######## fifo_word_packer ########
Fig. 1: fifo_word_packer, clock routing
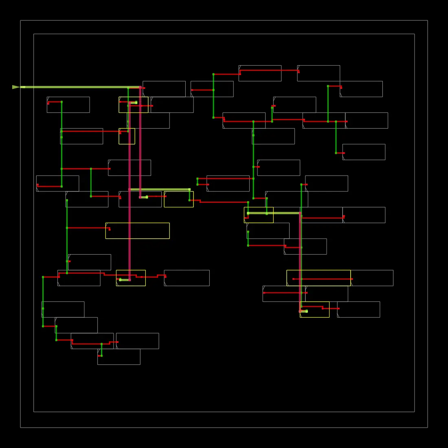

<file path="src/rtl/fifo_pkg.sv">
// ---------------------------------------------------------------------------
// fifo_pkg
// Shared definitions for the FIFO word packer:
//   - default entry width and lane count
//   - packer state encoding (FILL accumulating, HOLD word presented)
//   - thermometer keep-mask builder
// ---------------------------------------------------------------------------
package fifo_pkg;

  localparam int DATA_W_DEF = 8;
  localparam int LANES_DEF  = 4;
  localparam int LANES_MAX  = 16;

  typedef enum logic {
    FILL = 1'b0,
    HOLD = 1'b1
  } pk_state_e;

  // Lanes 0..n-1 set, everything above cleared.
  function automatic logic [LANES_MAX-1:0] therm_mask(input int unsigned n);
    logic [LANES_MAX-1:0] m;
    for (int i = 0; i < LANES_MAX; i++) begin
      m[i] = (i < n);
    end
    return m;
  endfunction

endpackage

</file>
<file path="src/rtl/fifo_word_packer_lane_accumulator.sv">
// ---------------------------------------------------------------------------
// lane_accumulator
// Holds the wide data word, its keep mask and the lane count for the packer.
// Ports:
//   clk, reset  : clock, synchronous active-low reset (clears everything)
//   clr_i       : discard the current word (cnt, data and keep go to zero)
//   wr_i        : write wdata_i into lane cnt and advance cnt; when combined
//                 with clr_i the write lands in lane 0 of a fresh word
//   wdata_i     : entry to write
//   data_o      : packed word, lane 0 in the LSBs, unused lanes zero
//   keep_o      : thermometer mask of filled lanes
//   cnt_o       : number of filled lanes (0..LANES)
// ---------------------------------------------------------------------------
module lane_accumulator
  import fifo_pkg::*;
#(
  parameter int DATA_W = DATA_W_DEF,
  parameter int LANES  = LANES_DEF,
  parameter int CNT_W  = $clog2(LANES + 1)
) (
  input  logic                       clk,
  input  logic                       reset,
  input  logic                       clr_i,
  input  logic                       wr_i,
  input  logic [DATA_W-1:0]          wdata_i,
  output logic [DATA_W*LANES-1:0]    data_o,
  output logic [LANES-1:0]           keep_o,
  output logic [CNT_W-1:0]           cnt_o
);

  logic [DATA_W*LANES-1:0] data_q, data_d;
  logic [LANES-1:0]        keep_q, keep_d;
  logic [CNT_W-1:0]        cnt_q, cnt_d;

  always_comb begin
    data_d = data_q;
    cnt_d  = cnt_q;
    // Clear first so a simultaneous write starts a new word at lane 0.
    if (clr_i) begin
      data_d = '0;
      cnt_d  = '0;
    end
    if (wr_i) begin
      for (int l = 0; l < LANES; l++) begin
        if (CNT_W'(l) == cnt_d) begin
          data_d[l*DATA_W +: DATA_W] = wdata_i;
        end
      end
      cnt_d = cnt_d + CNT_W'(1);
    end
    keep_d = LANES'(therm_mask(32'(cnt_d)));
  end

  always_ff @(posedge clk) begin
    if (!reset) begin
      data_q <= '0;
      keep_q <= '0;
      cnt_q  <= '0;
    end else begin
      data_q <= data_d;
      keep_q <= keep_d;
      cnt_q  <= cnt_d;
    end
  end

  assign data_o = data_q;
  assign keep_o = keep_q;
  assign cnt_o  = cnt_q;

endmodule

</file>
<file path="src/rtl/fifo_word_packer.sv">
// ---------------------------------------------------------------------------
// fifo_word_packer
// Pops DATA_W-bit entries from a first-word-fall-through FIFO head and packs
// LANES consecutive entries into one wide word with a per-lane keep mask.
// A flush request emits a partially filled word.
// Ports:
//   clk, reset  : clock, synchronous active-low reset
//   fifo_val    : FIFO head valid
//   fifo_data   : FIFO head entry
//   fifo_read   : pop request to the FIFO (combinational)
//   flush       : level request to emit the current partial word
//   word_valid  : packed word available (registered)
//   word_data   : packed word, lane 0 in the LSBs
//   word_keep   : bit i set when lane i holds real data
//   word_ready  : downstream accepts the word
//   busy        : any data held (partial word or presented word)
// ---------------------------------------------------------------------------
module fifo_word_packer
  import fifo_pkg::*;
#(
  parameter int DATA_W = DATA_W_DEF,
  parameter int LANES  = LANES_DEF
) (
  input  logic                       clk,
  input  logic                       reset,
  input  logic                       fifo_val,
  input  logic [DATA_W-1:0]          fifo_data,
  output logic                       fifo_read,
  input  logic                       flush,
  output logic                       word_valid,
  output logic [DATA_W*LANES-1:0]    word_data,
  output logic [LANES-1:0]           word_keep,
  input  logic                       word_ready,
  output logic                       busy
);

  localparam int CNT_W = $clog2(LANES + 1);

  pk_state_e        state_q, state_d;
  logic             word_valid_q;
  logic             acc_wr, acc_clr;
  logic [CNT_W-1:0] cnt;

  // In HOLD a pop is only allowed when the presented word leaves this cycle,
  // so an unaccepted word is never overwritten.
  assign fifo_read = reset & fifo_val &
                     ((state_q == FILL) | ((state_q == HOLD) & word_ready));

  assign acc_wr  = fifo_read;
  assign acc_clr = (state_q == HOLD) & word_ready;

  always_comb begin
    state_d = state_q;
    case (state_q)
      FILL: begin
        // Last lane filled, or flush with something to emit (held or
        // arriving this cycle). Flush with nothing held is ignored.
        if ((fifo_read && (cnt == CNT_W'(LANES - 1))) ||
            (flush && ((cnt != '0) || fifo_read))) begin
          state_d = HOLD;
        end
      end
      HOLD: begin
        if (word_ready) begin
          state_d = FILL;
        end
      end
      default: state_d = FILL;
    endcase
  end

  always_ff @(posedge clk) begin
    if (!reset) begin
      state_q      <= FILL;
      word_valid_q <= 1'b0;
    end else begin
      state_q      <= state_d;
      word_valid_q <= (state_d == HOLD);
    end
  end

  lane_accumulator #(
    .DATA_W (DATA_W),
    .LANES  (LANES),
    .CNT_W  (CNT_W)
  ) u_acc (
    .clk     (clk),
    .reset   (reset),
    .clr_i   (acc_clr),
    .wr_i    (acc_wr),
    .wdata_i (fifo_data),
    .data_o  (word_data),
    .keep_o  (word_keep),
    .cnt_o   (cnt)
  );

  assign word_valid = word_valid_q;
  assign busy       = (cnt != '0) | (state_q == HOLD);

endmodule

</file>
<file path="config.mk">
export PLATFORM = sky130hd
export DESIGN_NAME = fifo_word_packer
export DESIGN_NICKNAME = d
export VERILOG_FILES = /design/src/rtl/fifo_pkg.sv /design/src/rtl/fifo_word_packer_lane_accumulator.sv /design/src/rtl/fifo_word_packer.sv
export SDC_FILE = /design/constraint.sdc
export NUM_CORES = 1
export LEC_CHECK = 0
export ABC_AREA = 0
export CORE_MARGIN = 2
export CORE_UTILIZATION = 40
export DETAILED_ROUTE_END_ITERATION = 10
export GPL_TIMING_DRIVEN = 0
export PLACE_DENSITY = 0.82
export SYNTH_ARGS = -nofsm -noshare
export SYNTH_HDL_FRONTEND = slang
export SYNTH_SLANG_ARGS = --single-unit
</file>
<file path="constraint.sdc">
create_clock -name clk -period 2.3 [get_ports clk]
set_input_delay 0.46 -clock clk [delete_from_list [all_inputs] [get_ports clk]]
set_output_delay 0.46 -clock clk [all_outputs]
set_load 0.01 [all_outputs]
</file>
######## gf_msg_ram ########
==> src/rtl/nbldpc_gf_pkg.sv <==
// NB-LDPC GF(q) shared constants and types.
// Used by the message RAM and its clear sequencer.
package nbldpc_gf_pkg;

   localparam int GF_Q      = 8;
   localparam int GF_DW     = 6;
   localparam int MSG_AW    = 3;
   localparam int MSG_DEPTH = 1 << MSG_AW;

   localparam logic [GF_DW-1:0] GF_CLR_VAL = '0;

   typedef enum logic {
      CLR_ST_CLEAR = 1'b0,
      CLR_ST_READY = 1'b1
   } clr_state_e;

endpackage

==> src/rtl/gf_msg_ram_clr_fsm.sv <==
// Clear sequencer for gf_msg_ram: walks every address writing CLR_VAL,
// and muxes the single RAM write port between clear and user writes.
module gf_msg_ram_clr_fsm
   import nbldpc_gf_pkg::*;
#(
   parameter int               DW      = GF_DW,
   parameter int               AW      = MSG_AW,
   parameter int               DEPTH   = 1 << AW,
   parameter logic [DW-1:0]    CLR_VAL = '0
) (
   input  logic          Clk,
   input  logic          Rst_n,
   input  logic          Clr,
   input  logic          We,
   input  logic [AW-1:0] Waddr,
   input  logic [DW-1:0] Din,
   output logic          Busy,
   output logic          mem_we,
   output logic [AW-1:0] mem_waddr,
   output logic [DW-1:0] mem_wdata
);

   localparam logic [AW:0]   DEPTH_W = (AW+1)'(DEPTH);
   localparam logic [AW-1:0] LAST_A  = AW'(DEPTH - 1);

   clr_state_e    state_q, state_d;
   logic [AW-1:0] addr_q, addr_d;
   logic          waddr_ok;

   // State and clear-address registers
   always_ff @(posedge Clk or negedge Rst_n) begin
      if (!Rst_n) begin
         state_q <= CLR_ST_CLEAR;
         addr_q  <= '0;
      end else begin
         state_q <= state_d;
         addr_q  <= addr_d;
      end
   end

   // Next state: Clr always restarts the walk from address 0
   always_comb begin
      state_d = state_q;
      addr_d  = addr_q;
      if (Clr) begin
         state_d = CLR_ST_CLEAR;
         addr_d  = '0;
      end else if (state_q == CLR_ST_CLEAR) begin
         addr_d = addr_q + 1'b1;
         if (addr_q == LAST_A) begin
            state_d = CLR_ST_READY;
            addr_d  = '0;
         end
      end
   end

   assign Busy     = (state_q == CLR_ST_CLEAR);
   assign waddr_ok = ({1'b0, Waddr} < DEPTH_W);

   // Write-port mux: clear walk owns the port while busy
   always_comb begin
      mem_we    = 1'b0;
      mem_waddr = Waddr;
      mem_wdata = Din;
      if (Busy) begin
         mem_we    = 1'b1;
         mem_waddr = addr_q;
         mem_wdata = CLR_VAL;
      end else if (We && !Clr && waddr_ok) begin
         mem_we = 1'b1;
      end
   end

endmodule

==> src/rtl/gf_msg_ram.sv <==
// Simple-dual-port GF(q) message RAM with clear sequencer and read-valid.
// Optional output register stage: GF_MSG_RAM_OUT_REG_EN.
module gf_msg_ram
   import nbldpc_gf_pkg::*;
#(
   parameter int            DW      = GF_DW,
   parameter int            AW      = MSG_AW,
   parameter int            DEPTH   = 1 << AW,
   parameter logic [DW-1:0] CLR_VAL = DW'(GF_CLR_VAL)
) (
   input  logic          Clk,
   input  logic          Rst_n,
   input  logic          Clr,
   input  logic          We,
   input  logic [AW-1:0] Waddr,
   input  logic [DW-1:0] Din,
   input  logic          Re,
   input  logic [AW-1:0] Raddr,
   output logic [DW-1:0] Dout,
   output logic          Dout_vld,
   output logic          Busy
);

   localparam logic [AW:0] DEPTH_W = (AW+1)'(DEPTH);

   (* ram_style = "block" *)
   logic [DW-1:0] mem [DEPTH];

   logic          mem_we;
   logic [AW-1:0] mem_waddr;
   logic [DW-1:0] mem_wdata;
   logic [AW-1:0] raddr_q;
   logic          rd_vld_q;
   logic          rd_ok;
   logic [DW-1:0] rd_word;

   gf_msg_ram_clr_fsm #(
      .DW      (DW),
      .AW      (AW),
      .DEPTH   (DEPTH),
      .CLR_VAL (CLR_VAL)
   ) u_clr_fsm (
      .Clk       (Clk),
      .Rst_n     (Rst_n),
      .Clr       (Clr),
      .We        (We),
      .Waddr     (Waddr),
      .Din       (Din),
      .Busy      (Busy),
      .mem_we    (mem_we),
      .mem_waddr (mem_waddr),
      .mem_wdata (mem_wdata)
   );

   // Array write; contents deliberately survive reset
   always_ff @(posedge Clk) begin
      if (mem_we) mem[mem_waddr] <= mem_wdata;
   end

   // Read address capture and valid tracking
   always_ff @(posedge Clk or negedge Rst_n) begin
      if (!Rst_n) begin
         raddr_q  <= '0;
         rd_vld_q <= 1'b0;
      end else begin
         rd_vld_q <= rd_ok;
         if (rd_ok) raddr_q <= Raddr;
      end
   end

   assign rd_ok = Re && !Busy && !Clr;

   // Live array read from the registered address, zero unless valid
   always_comb begin
      rd_word = '0;
      if (rd_vld_q && ({1'b0, raddr_q} < DEPTH_W))
         rd_word = mem[raddr_q];
   end

`ifdef GF_MSG_RAM_OUT_REG_EN
   logic [DW-1:0] dout_q;
   logic          vld_q;

   // Output stage; flushed once the clear sequencer takes over
   always_ff @(posedge Clk or negedge Rst_n) begin
      if (!Rst_n) begin
         dout_q <= '0;
         vld_q  <= 1'b0;
      end else if (Busy) begin
         dout_q <= '0;
         vld_q  <= 1'b0;
      end else begin
         dout_q <= rd_word;
         vld_q  <= rd_vld_q;
      end
   end

   assign Dout     = dout_q;
   assign Dout_vld = vld_q;
`else
   assign Dout     = rd_word;
   assign Dout_vld = rd_vld_q;
`endif

endmodule
==> config.mk <==
export PLATFORM = sky130hd
export DESIGN_NAME = gf_msg_ram
export DESIGN_NICKNAME = d
export VERILOG_FILES = /design/src/rtl/nbldpc_gf_pkg.sv /design/src/rtl/gf_msg_ram_clr_fsm.sv /design/src/rtl/gf_msg_ram.sv
export SDC_FILE = /design/constraint.sdc
export NUM_CORES = 1
export LEC_CHECK = 0
export CAP_MARGIN = 5
export CORE_AREA = 2 2 82 84
export DETAILED_ROUTE_END_ITERATION = 8
export DIE_AREA = 0 0 84 86
export PLACE_DENSITY = 0.68
export SLEW_MARGIN = 20
export SYNTH_ARGS = -nofsm -noshare
export SYNTH_HDL_FRONTEND = slang
export SYNTH_SLANG_ARGS = --single-unit
==> constraint.sdc <==
create_clock -name Clk -period 1.37 [get_ports Clk]
set_input_delay 0.137 -clock Clk [delete_from_list [all_inputs] [get_ports Clk]]
set_output_delay 0.137 -clock Clk [all_outputs]
set_load 0.03 [all_outputs]
######## ace_ps2_keyboard ########
`config.mk`:
```
export PLATFORM = sky130hd
export DESIGN_NAME = ace_ps2_keyboard
export DESIGN_NICKNAME = d
export VERILOG_FILES = /design/src/rtl/ace_ps2_keyboard.sv
export SDC_FILE = /design/constraint.sdc
export NUM_CORES = 1
export LEC_CHECK = 0
export ABC_CLOCK_PERIOD_IN_PS = 4600
export CAP_MARGIN = 10
export CORE_UTILIZATION = 50
export CTS_CLUSTER_DIAMETER = 50
export DETAILED_ROUTE_END_ITERATION = 7
export HOLD_SLACK_MARGIN = 0.06
export PLACE_DENSITY = 0.68
export SLEW_MARGIN = 0
export SYNTH_ARGS = -nofsm -noshare
export SYNTH_HDL_FRONTEND = slang
export SYNTH_SLANG_ARGS = --single-unit
```
`constraint.sdc`:
```
create_clock -name clk_i -period 4.6 [get_ports clk_i]
set_clock_uncertainty 0.05 [all_clocks]
set_input_delay 0.46 -clock clk_i [delete_from_list [all_inputs] [get_ports clk_i]]
set_output_delay 0.46 -clock clk_i [all_outputs]
set_load 0.02 [all_outputs]
```
`src/rtl/ace_ps2_keyboard.sv`:
```
// PS/2 set-2 keyboard front end for the Jupiter Ace: deframes scan codes into the 8x5 key matrix.
// Define ACE_KBD_COMPOUND_EN to map cursor keys and backspace onto SHIFT+digit combinations.
module ace_ps2_keyboard #(
    parameter int unsigned FILTER_LEN = 8,
    parameter int unsigned TIMEOUT    = 16384
) (
    input  logic       clk_i,
    input  logic       rst_ni,
    input  logic       ps2_clk_i,
    input  logic       ps2_data_i,
    input  logic [7:0] kbd_row_i,
    output logic [4:0] kbd_col_o,
    output logic       scan_valid_o,
    output logic [7:0] scan_code_o,
    output logic       frame_err_o
);

    localparam int unsigned FltW = $clog2(FILTER_LEN + 1);
    localparam int unsigned ToW  = $clog2(TIMEOUT + 1);
`ifdef ACE_KBD_COMPOUND_EN
    localparam int unsigned NumKeys = 48;
`else
    localparam int unsigned NumKeys = 43;
`endif

    typedef enum logic [1:0] {StIdle, StData, StParity, StStop} state_e;

    logic [1:0]        clk_sync_q, data_sync_q;
    logic              filt_q, filt_d, filt_prev_q;
    logic [FltW-1:0]   flt_cnt_q, flt_cnt_d;
    logic [ToW-1:0]    to_cnt_q, to_cnt_d;
    state_e            state_q, state_d;
    logic [7:0]        shift_q, shift_d;
    logic [2:0]        bit_cnt_q, bit_cnt_d;
    logic              par_ok_q, par_ok_d;
    logic              done_q, done_d, err_q, err_d;
    logic [7:0]        byte_q;
    logic              ext_q, ext_d, rel_q, rel_d;
    logic [2:0]        skip_q, skip_d;
    logic [NumKeys-1:0] keys_q, keys_d;
    logic              scan_valid_q, frame_err_q;
    logic [7:0]        scan_code_q;
    logic              fall, data_s, timeout;
    logic              key_hit;
    logic [5:0]        key_idx;
    logic [7:0][4:0]   mat;
    logic [4:0]        col_hit;

    assign data_s  = data_sync_q[1];
    assign fall    = filt_prev_q & ~filt_q;
    assign timeout = (state_q != StIdle) && (to_cnt_q >= ToW'(TIMEOUT)) && !fall;

    // Filtered level flips only after FILTER_LEN consecutive samples disagree with it.
    always_comb begin
        filt_d    = filt_q;
        flt_cnt_d = '0;
        if (clk_sync_q[1] != filt_q) begin
            if (flt_cnt_q == FltW'(FILTER_LEN - 1)) begin
                filt_d = clk_sync_q[1];
            end else begin
                flt_cnt_d = flt_cnt_q + 1'b1;
            end
        end
    end

    always_comb begin
        if (fall) begin
            to_cnt_d = '0;
        end else if (to_cnt_q < ToW'(TIMEOUT)) begin
            to_cnt_d = to_cnt_q + 1'b1;
        end else begin
            to_cnt_d = to_cnt_q;
        end
    end

    always_comb begin
        state_d   = state_q;
        shift_d   = shift_q;
        bit_cnt_d = bit_cnt_q;
        par_ok_d  = par_ok_q;
        done_d    = 1'b0;
        err_d     = 1'b0;
        if (timeout) begin
            state_d = StIdle;
            err_d   = 1'b1;
        end else if (fall) begin
            unique case (state_q)
                StIdle: begin
                    if (!data_s) begin
                        state_d   = StData;
                        bit_cnt_d = '0;
                    end
                end
                StData: begin
                    shift_d   = {data_s, shift_q[7:1]};
                    bit_cnt_d = bit_cnt_q + 1'b1;
                    if (bit_cnt_q == 3'd7) state_d = StParity;
                end
                StParity: begin
                    par_ok_d = ^{data_s, shift_q};
                    state_d  = StStop;
                end
                StStop: begin
                    state_d = StIdle;
                    if (data_s && par_ok_q) done_d = 1'b1;
                    else                    err_d  = 1'b1;
                end
            endcase
        end
    end

    // Codes absent here (including AA/FA/FE/EE) never touch the matrix.
    always_comb begin
        key_hit = 1'b1;
        key_idx = '0;
        case ({ext_q, byte_q})
            9'h012: key_idx = 6'd0;   9'h014: key_idx = 6'd1;   9'h01A: key_idx = 6'd2;
            9'h022: key_idx = 6'd3;   9'h021: key_idx = 6'd4;
            9'h01C: key_idx = 6'd5;   9'h01B: key_idx = 6'd6;   9'h023: key_idx = 6'd7;
            9'h02B: key_idx = 6'd8;   9'h034: key_idx = 6'd9;
            9'h015: key_idx = 6'd10;  9'h01D: key_idx = 6'd11;  9'h024: key_idx = 6'd12;
            9'h02D: key_idx = 6'd13;  9'h02C: key_idx = 6'd14;
            9'h016: key_idx = 6'd15;  9'h01E: key_idx = 6'd16;  9'h026: key_idx = 6'd17;
            9'h025: key_idx = 6'd18;  9'h02E: key_idx = 6'd19;
            9'h045: key_idx = 6'd20;  9'h046: key_idx = 6'd21;  9'h03E: key_idx = 6'd22;
            9'h03D: key_idx = 6'd23;  9'h036: key_idx = 6'd24;
            9'h04D: key_idx = 6'd25;  9'h044: key_idx = 6'd26;  9'h043: key_idx = 6'd27;
            9'h03C: key_idx = 6'd28;  9'h035: key_idx = 6'd29;
            9'h05A: key_idx = 6'd30;  9'h04B: key_idx = 6'd31;  9'h042: key_idx = 6'd32;
            9'h03B: key_idx = 6'd33;  9'h033: key_idx = 6'd34;
            9'h029: key_idx = 6'd35;  9'h03A: key_idx = 6'd36;  9'h031: key_idx = 6'd37;
            9'h032: key_idx = 6'd38;  9'h02A: key_idx = 6'd39;
            9'h059: key_idx = 6'd40;  9'h114: key_idx = 6'd41;  9'h15A: key_idx = 6'd42;
`ifdef ACE_KBD_COMPOUND_EN
            9'h066: key_idx = 6'd43;  9'h16B: key_idx = 6'd44;  9'h172: key_idx = 6'd45;
            9'h175: key_idx = 6'd46;  9'h174: key_idx = 6'd47;
`endif
            default: key_hit = 1'b0;
        endcase
    end

    always_comb begin
        keys_d = keys_q;
        ext_d  = ext_q;
        rel_d  = rel_q;
        skip_d = skip_q;
        if (done_q) begin
            if (skip_q != 3'd0) begin
                skip_d = skip_q - 1'b1;
            end else if (byte_q == 8'hE1) begin
                skip_d = 3'd7;
            end else if (byte_q == 8'hE0) begin
                ext_d = 1'b1;
            end else if (byte_q == 8'hF0) begin
                rel_d = 1'b1;
            end else begin
                if (key_hit) keys_d[key_idx] = ~rel_q;
                ext_d = 1'b0;
                rel_d = 1'b0;
            end
        end
    end

    always_comb begin
        for (int r = 0; r < 8; r++) mat[r] = keys_q[r*5 +: 5];
        mat[0][0] = mat[0][0] | keys_q[40];
        mat[0][1] = mat[0][1] | keys_q[41];
        mat[6][0] = mat[6][0] | keys_q[42];
`ifdef ACE_KBD_COMPOUND_EN
        mat[0][0] = mat[0][0] | (|keys_q[47:43]);
        mat[4][0] = mat[4][0] | keys_q[43];
        mat[3][4] = mat[3][4] | keys_q[44];
        mat[4][4] = mat[4][4] | keys_q[45];
        mat[4][3] = mat[4][3] | keys_q[46];
        mat[4][2] = mat[4][2] | keys_q[47];
`endif
        col_hit = '0;
        for (int r = 0; r < 8; r++) begin
            if (!kbd_row_i[r]) col_hit = col_hit | mat[r];
        end
    end

    assign kbd_col_o    = ~col_hit;
    assign scan_valid_o = scan_valid_q;
    assign scan_code_o  = scan_code_q;
    assign frame_err_o  = frame_err_q;

    always_ff @(posedge clk_i or negedge rst_ni) begin
        if (!rst_ni) begin
            clk_sync_q   <= 2'b11;
            data_sync_q  <= 2'b11;
            filt_q       <= 1'b1;
            filt_prev_q  <= 1'b1;
            flt_cnt_q    <= '0;
            to_cnt_q     <= '0;
            state_q      <= StIdle;
            shift_q      <= '0;
            bit_cnt_q    <= '0;
            par_ok_q     <= 1'b0;
            done_q       <= 1'b0;
            err_q        <= 1'b0;
            byte_q       <= '0;
            ext_q        <= 1'b0;
            rel_q        <= 1'b0;
            skip_q       <= '0;
            keys_q       <= '0;
            scan_valid_q <= 1'b0;
            frame_err_q  <= 1'b0;
            scan_code_q  <= '0;
        end else begin
            clk_sync_q   <= {clk_sync_q[0], ps2_clk_i};
            data_sync_q  <= {data_sync_q[0], ps2_data_i};
            filt_q       <= filt_d;
            filt_prev_q  <= filt_q;
            flt_cnt_q    <= flt_cnt_d;
            to_cnt_q     <= to_cnt_d;
            state_q      <= state_d;
            shift_q      <= shift_d;
            bit_cnt_q    <= bit_cnt_d;
            par_ok_q     <= par_ok_d;
            done_q       <= done_d;
            err_q        <= err_d;
            if (done_d) byte_q <= shift_q;
            ext_q        <= ext_d;
            rel_q        <= rel_d;
            skip_q       <= skip_d;
            keys_q       <= keys_d;
            scan_valid_q <= done_q;
            frame_err_q  <= err_q;
            if (done_q) scan_code_q <= byte_q;
        end
    end

endmodule
```

==> layout pictures side by side <==
Gate families picked out.
shot_01.png
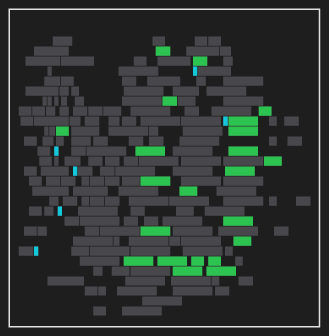
shot_02.png
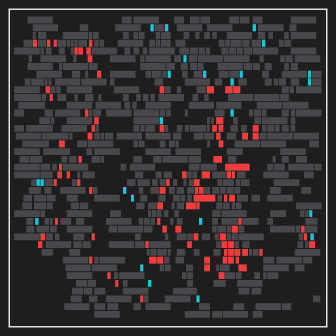
shot_03.png
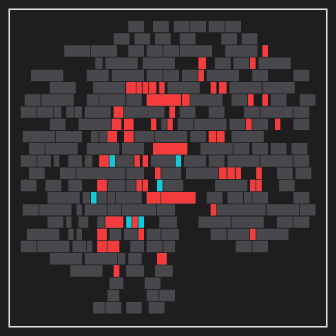
shot_01.png is gf_msg_ram.
shot_03.png is fifo_word_packer.
shot_02.png is ace_ps2_keyboard.
- most cells: shot_02.png

Key to shot_02.png:
- NAND gates: red (cells 89)
- inverters: cyan (cells 24; where spread over the die)

Fig. 2: ace_ps2_keyboard, metal 1
Supply wires on this layer in gray.
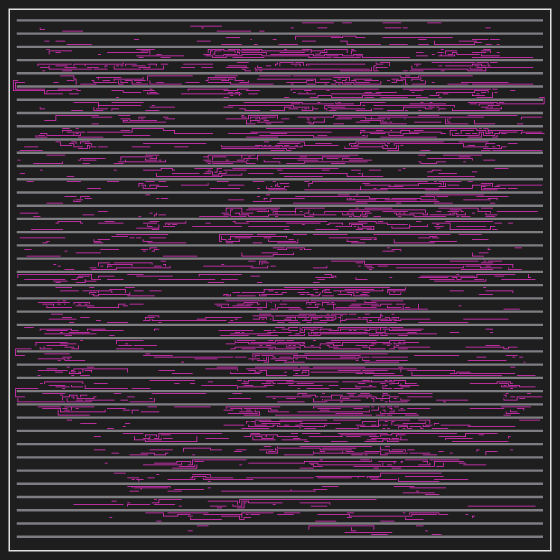
- main direction: horizontal
- longest straight run: 43.2 um
- wire length on this layer: 6400 um
- share of all routed wire: 45%

==> results.txt, ace_ps2_keyboard <==
Summary of implementation figures.

Power
Per the summary, power density relative to cell area is 341 nW/um^2. The maximum resistive drop on vdd is 0.000343 V. The combinational gate power is about 0.34 mW. The clock network power consumption is 0.795 mW. The power report lists cell-internal power as 1.56 mW.

Die
The floorplan row count is 39.

Route
Wire segments on met3 add up to 977 um in the final route. Signal nets in the final route climb as high as met4. In this run the remaining antenna-violating nets after routing total 0. According to the report, the first pass of detailed routing completed in 5 iterations. After detailed routing, the number of vias per cell comes to 6.32.

Final layout
In the final layout, clock buffers and inverters account for around 4.7% of the cell area. Leaving out the clock tree, the finished layout contains an inverter count of 24. The total area of multi-input combinational cells is 2960 um^2. Looking at the area split, the leading class of cells is multi-input combinational cells.

Outcome
The flow ran to the end, and the final reports show no timing, DRC or antenna violations.

Critical path
Of all nets on the critical path, the largest fanout is 23. In this design, the stage delay of the slowest critical-path cell is 0.87 ns. The STA report counts the stages on the worst setup path as 8.

Data on the critical path is required at its endpoint by 4.83 ns. The cell family contributing the most delay on the critical path is AND-OR/OR-AND gates.

STA
Setup repair after global routing left no endpoint under its margin. Setup total negative slack on the finished layout was measured at 0 ns. The end-of-flow timing check tallies setup violations at 0.

Synth
In the synthesized netlist, the number of instances is 595. Sequential elements use 45.3% of the synthesized area.

Clock tree
The buffer count from post-CTS setup fixing is 0.

Global routing
The global route stage reports its total congestion overflow as 0.
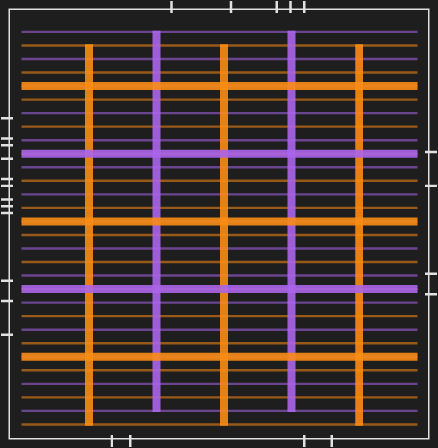
Fig. 3. PDN straps and rails (gf_msg_ram).
Pins as bars on the die edge.
- VSS: orange
- VDD: purple
- met5 straps: 5
- signal pins: 25
- met4 straps: 5

==> results.txt, gf_msg_ram <==
Summary of implementation figures.

Outcome
The run finished, with violations left. The checks that failed: negative setup slack.

Placement
The routability congestion estimate from global placement is around 0.87. Per the placement log, port buffering inserted 24 buffers.

Synth
The synthesis run shows the most used standard cells to be 48 x sky130_fd_sc_hd__edfxtp_1, 22 x sky130_fd_sc_hd__nor2_1, 9 x sky130_fd_sc_hd__mux4_2, 8 x sky130_fd_sc_hd__dfrtp_1, 7 x sky130_fd_sc_hd__mux2i_1. The async set-or-reset flop fraction in the synthesized netlist is 14.3%.

STA
The setup slack of the critical path after layout is -0.588 ns. The slew at the pin with the worst max-slew slack is 0.481 ns. The number of pins exceeding their max-slew limit in the final report is 0. The final setup violation count is roughly 55. For the finished layout, the period the worst path requires is roughly 2 ns.

Route
The highest routing layer actually used is met4. The post-detailed-route DRC marker count is 0.

Critical path
Listed in order, past its start point the critical path passes buf_6 > mux4_2 > mux2i_2 > nor2_2 > buf_6. The start-to-end type of the worst setup path is reg2out. STA classifies the critical path endpoint as an output pin.

Final layout
The register name with the most flops is mem. The cell area after layout is about 3200 um^2. The count of antenna diodes in the layout is 0. The sequential standard cell area is about 1600 um^2. The number of flip-flops and latches is 56.

Global routing
On met2, the global router reports a usage of 23.6%. The largest net degree at the start of global routing is 19.

Clock tree
Post-CTS repair changed the size of 75 cells. The clock root buffer is sky130_fd_sc_hd__clkbuf_8.
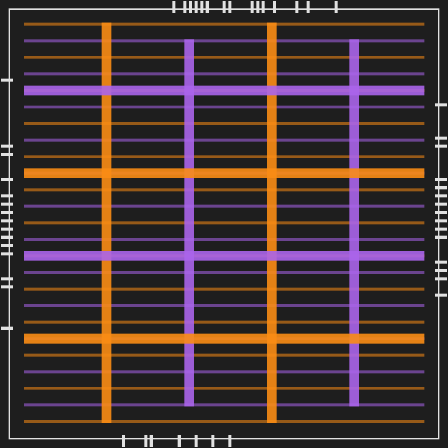
Fig. 4. PDN straps and rails (fifo_word_packer).
Pins as bars on the die edge.
- VDD: purple
- VSS: orange
- rows: 24
- met1 rails: 25
- met4 straps: 4
- signal pins: 52

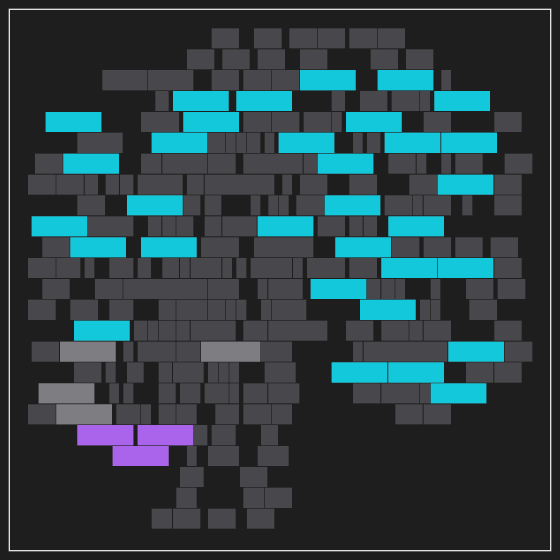
Fig. 5. Where the registers sit (fifo_word_packer).
Other sequential cells in the stronger gray, the rest of the logic in the fainter gray.
- `u_acc.data_o`: cyan (flops 32)
- `u_acc.cnt_o`: purple (flops 3)

## Picture notes: Fig. 1
worst clock skew: 0.00880 ns
clk sinks: 39

==> results.txt, fifo_word_packer <==
Summary of implementation figures.

Clock tree
The TritonCTS clock tree is done. The number of hold buffers added after CTS is 0. Looking at the clock tree report, the H-tree level count equals 2.

STA
The final hold slack is 0.465 ns. Per the finish-stage timing summary, setup violations number 0. The setup slack of the critical path after layout is 0.0780 ns.

Power
The leakage power is ~1.1 nW. In this run switching power makes up a little under a quarter of total power.

Final layout
The post-layout instance count excluding filler cells is ~290. Summing all multi-input logic gate instances after layout gives roughly 940 um^2. The area taken by sequential standard cells is reported as 782 um^2. The number of logic gates is 120.

Die
The I/O pin total is 52. From left edge to right edge, the die measures 70.3 um. According to the floorplan report, the total die area is 4950 um^2.

Critical path
The source of the critical timing path is word_valid. The cell with the largest stage delay on the worst path is sky130_fd_sc_hd__or4_1. On the worst path, the slowest cell contributes a delay of roughly 0.5 ns.

Route
The routed wirelength on the met1 layer is recorded as 2020 um. Per the detail_route report, the via count comes to 1556.

Placement
The worst setup slack after placement is -0.894 ns.

Synth
For this design, Yosys synthesis ends with a cell count of 179. The biggest combinational cell group after synthesis is simple AND/OR/NAND/NOR gates. The post-synthesis area per instance is 9.83 um^2. The register share after synthesis is between 40% and 50%.

Outcome
The run finished with clean final reports.

No activity file was given, so power comes from the tool's default toggle rates.
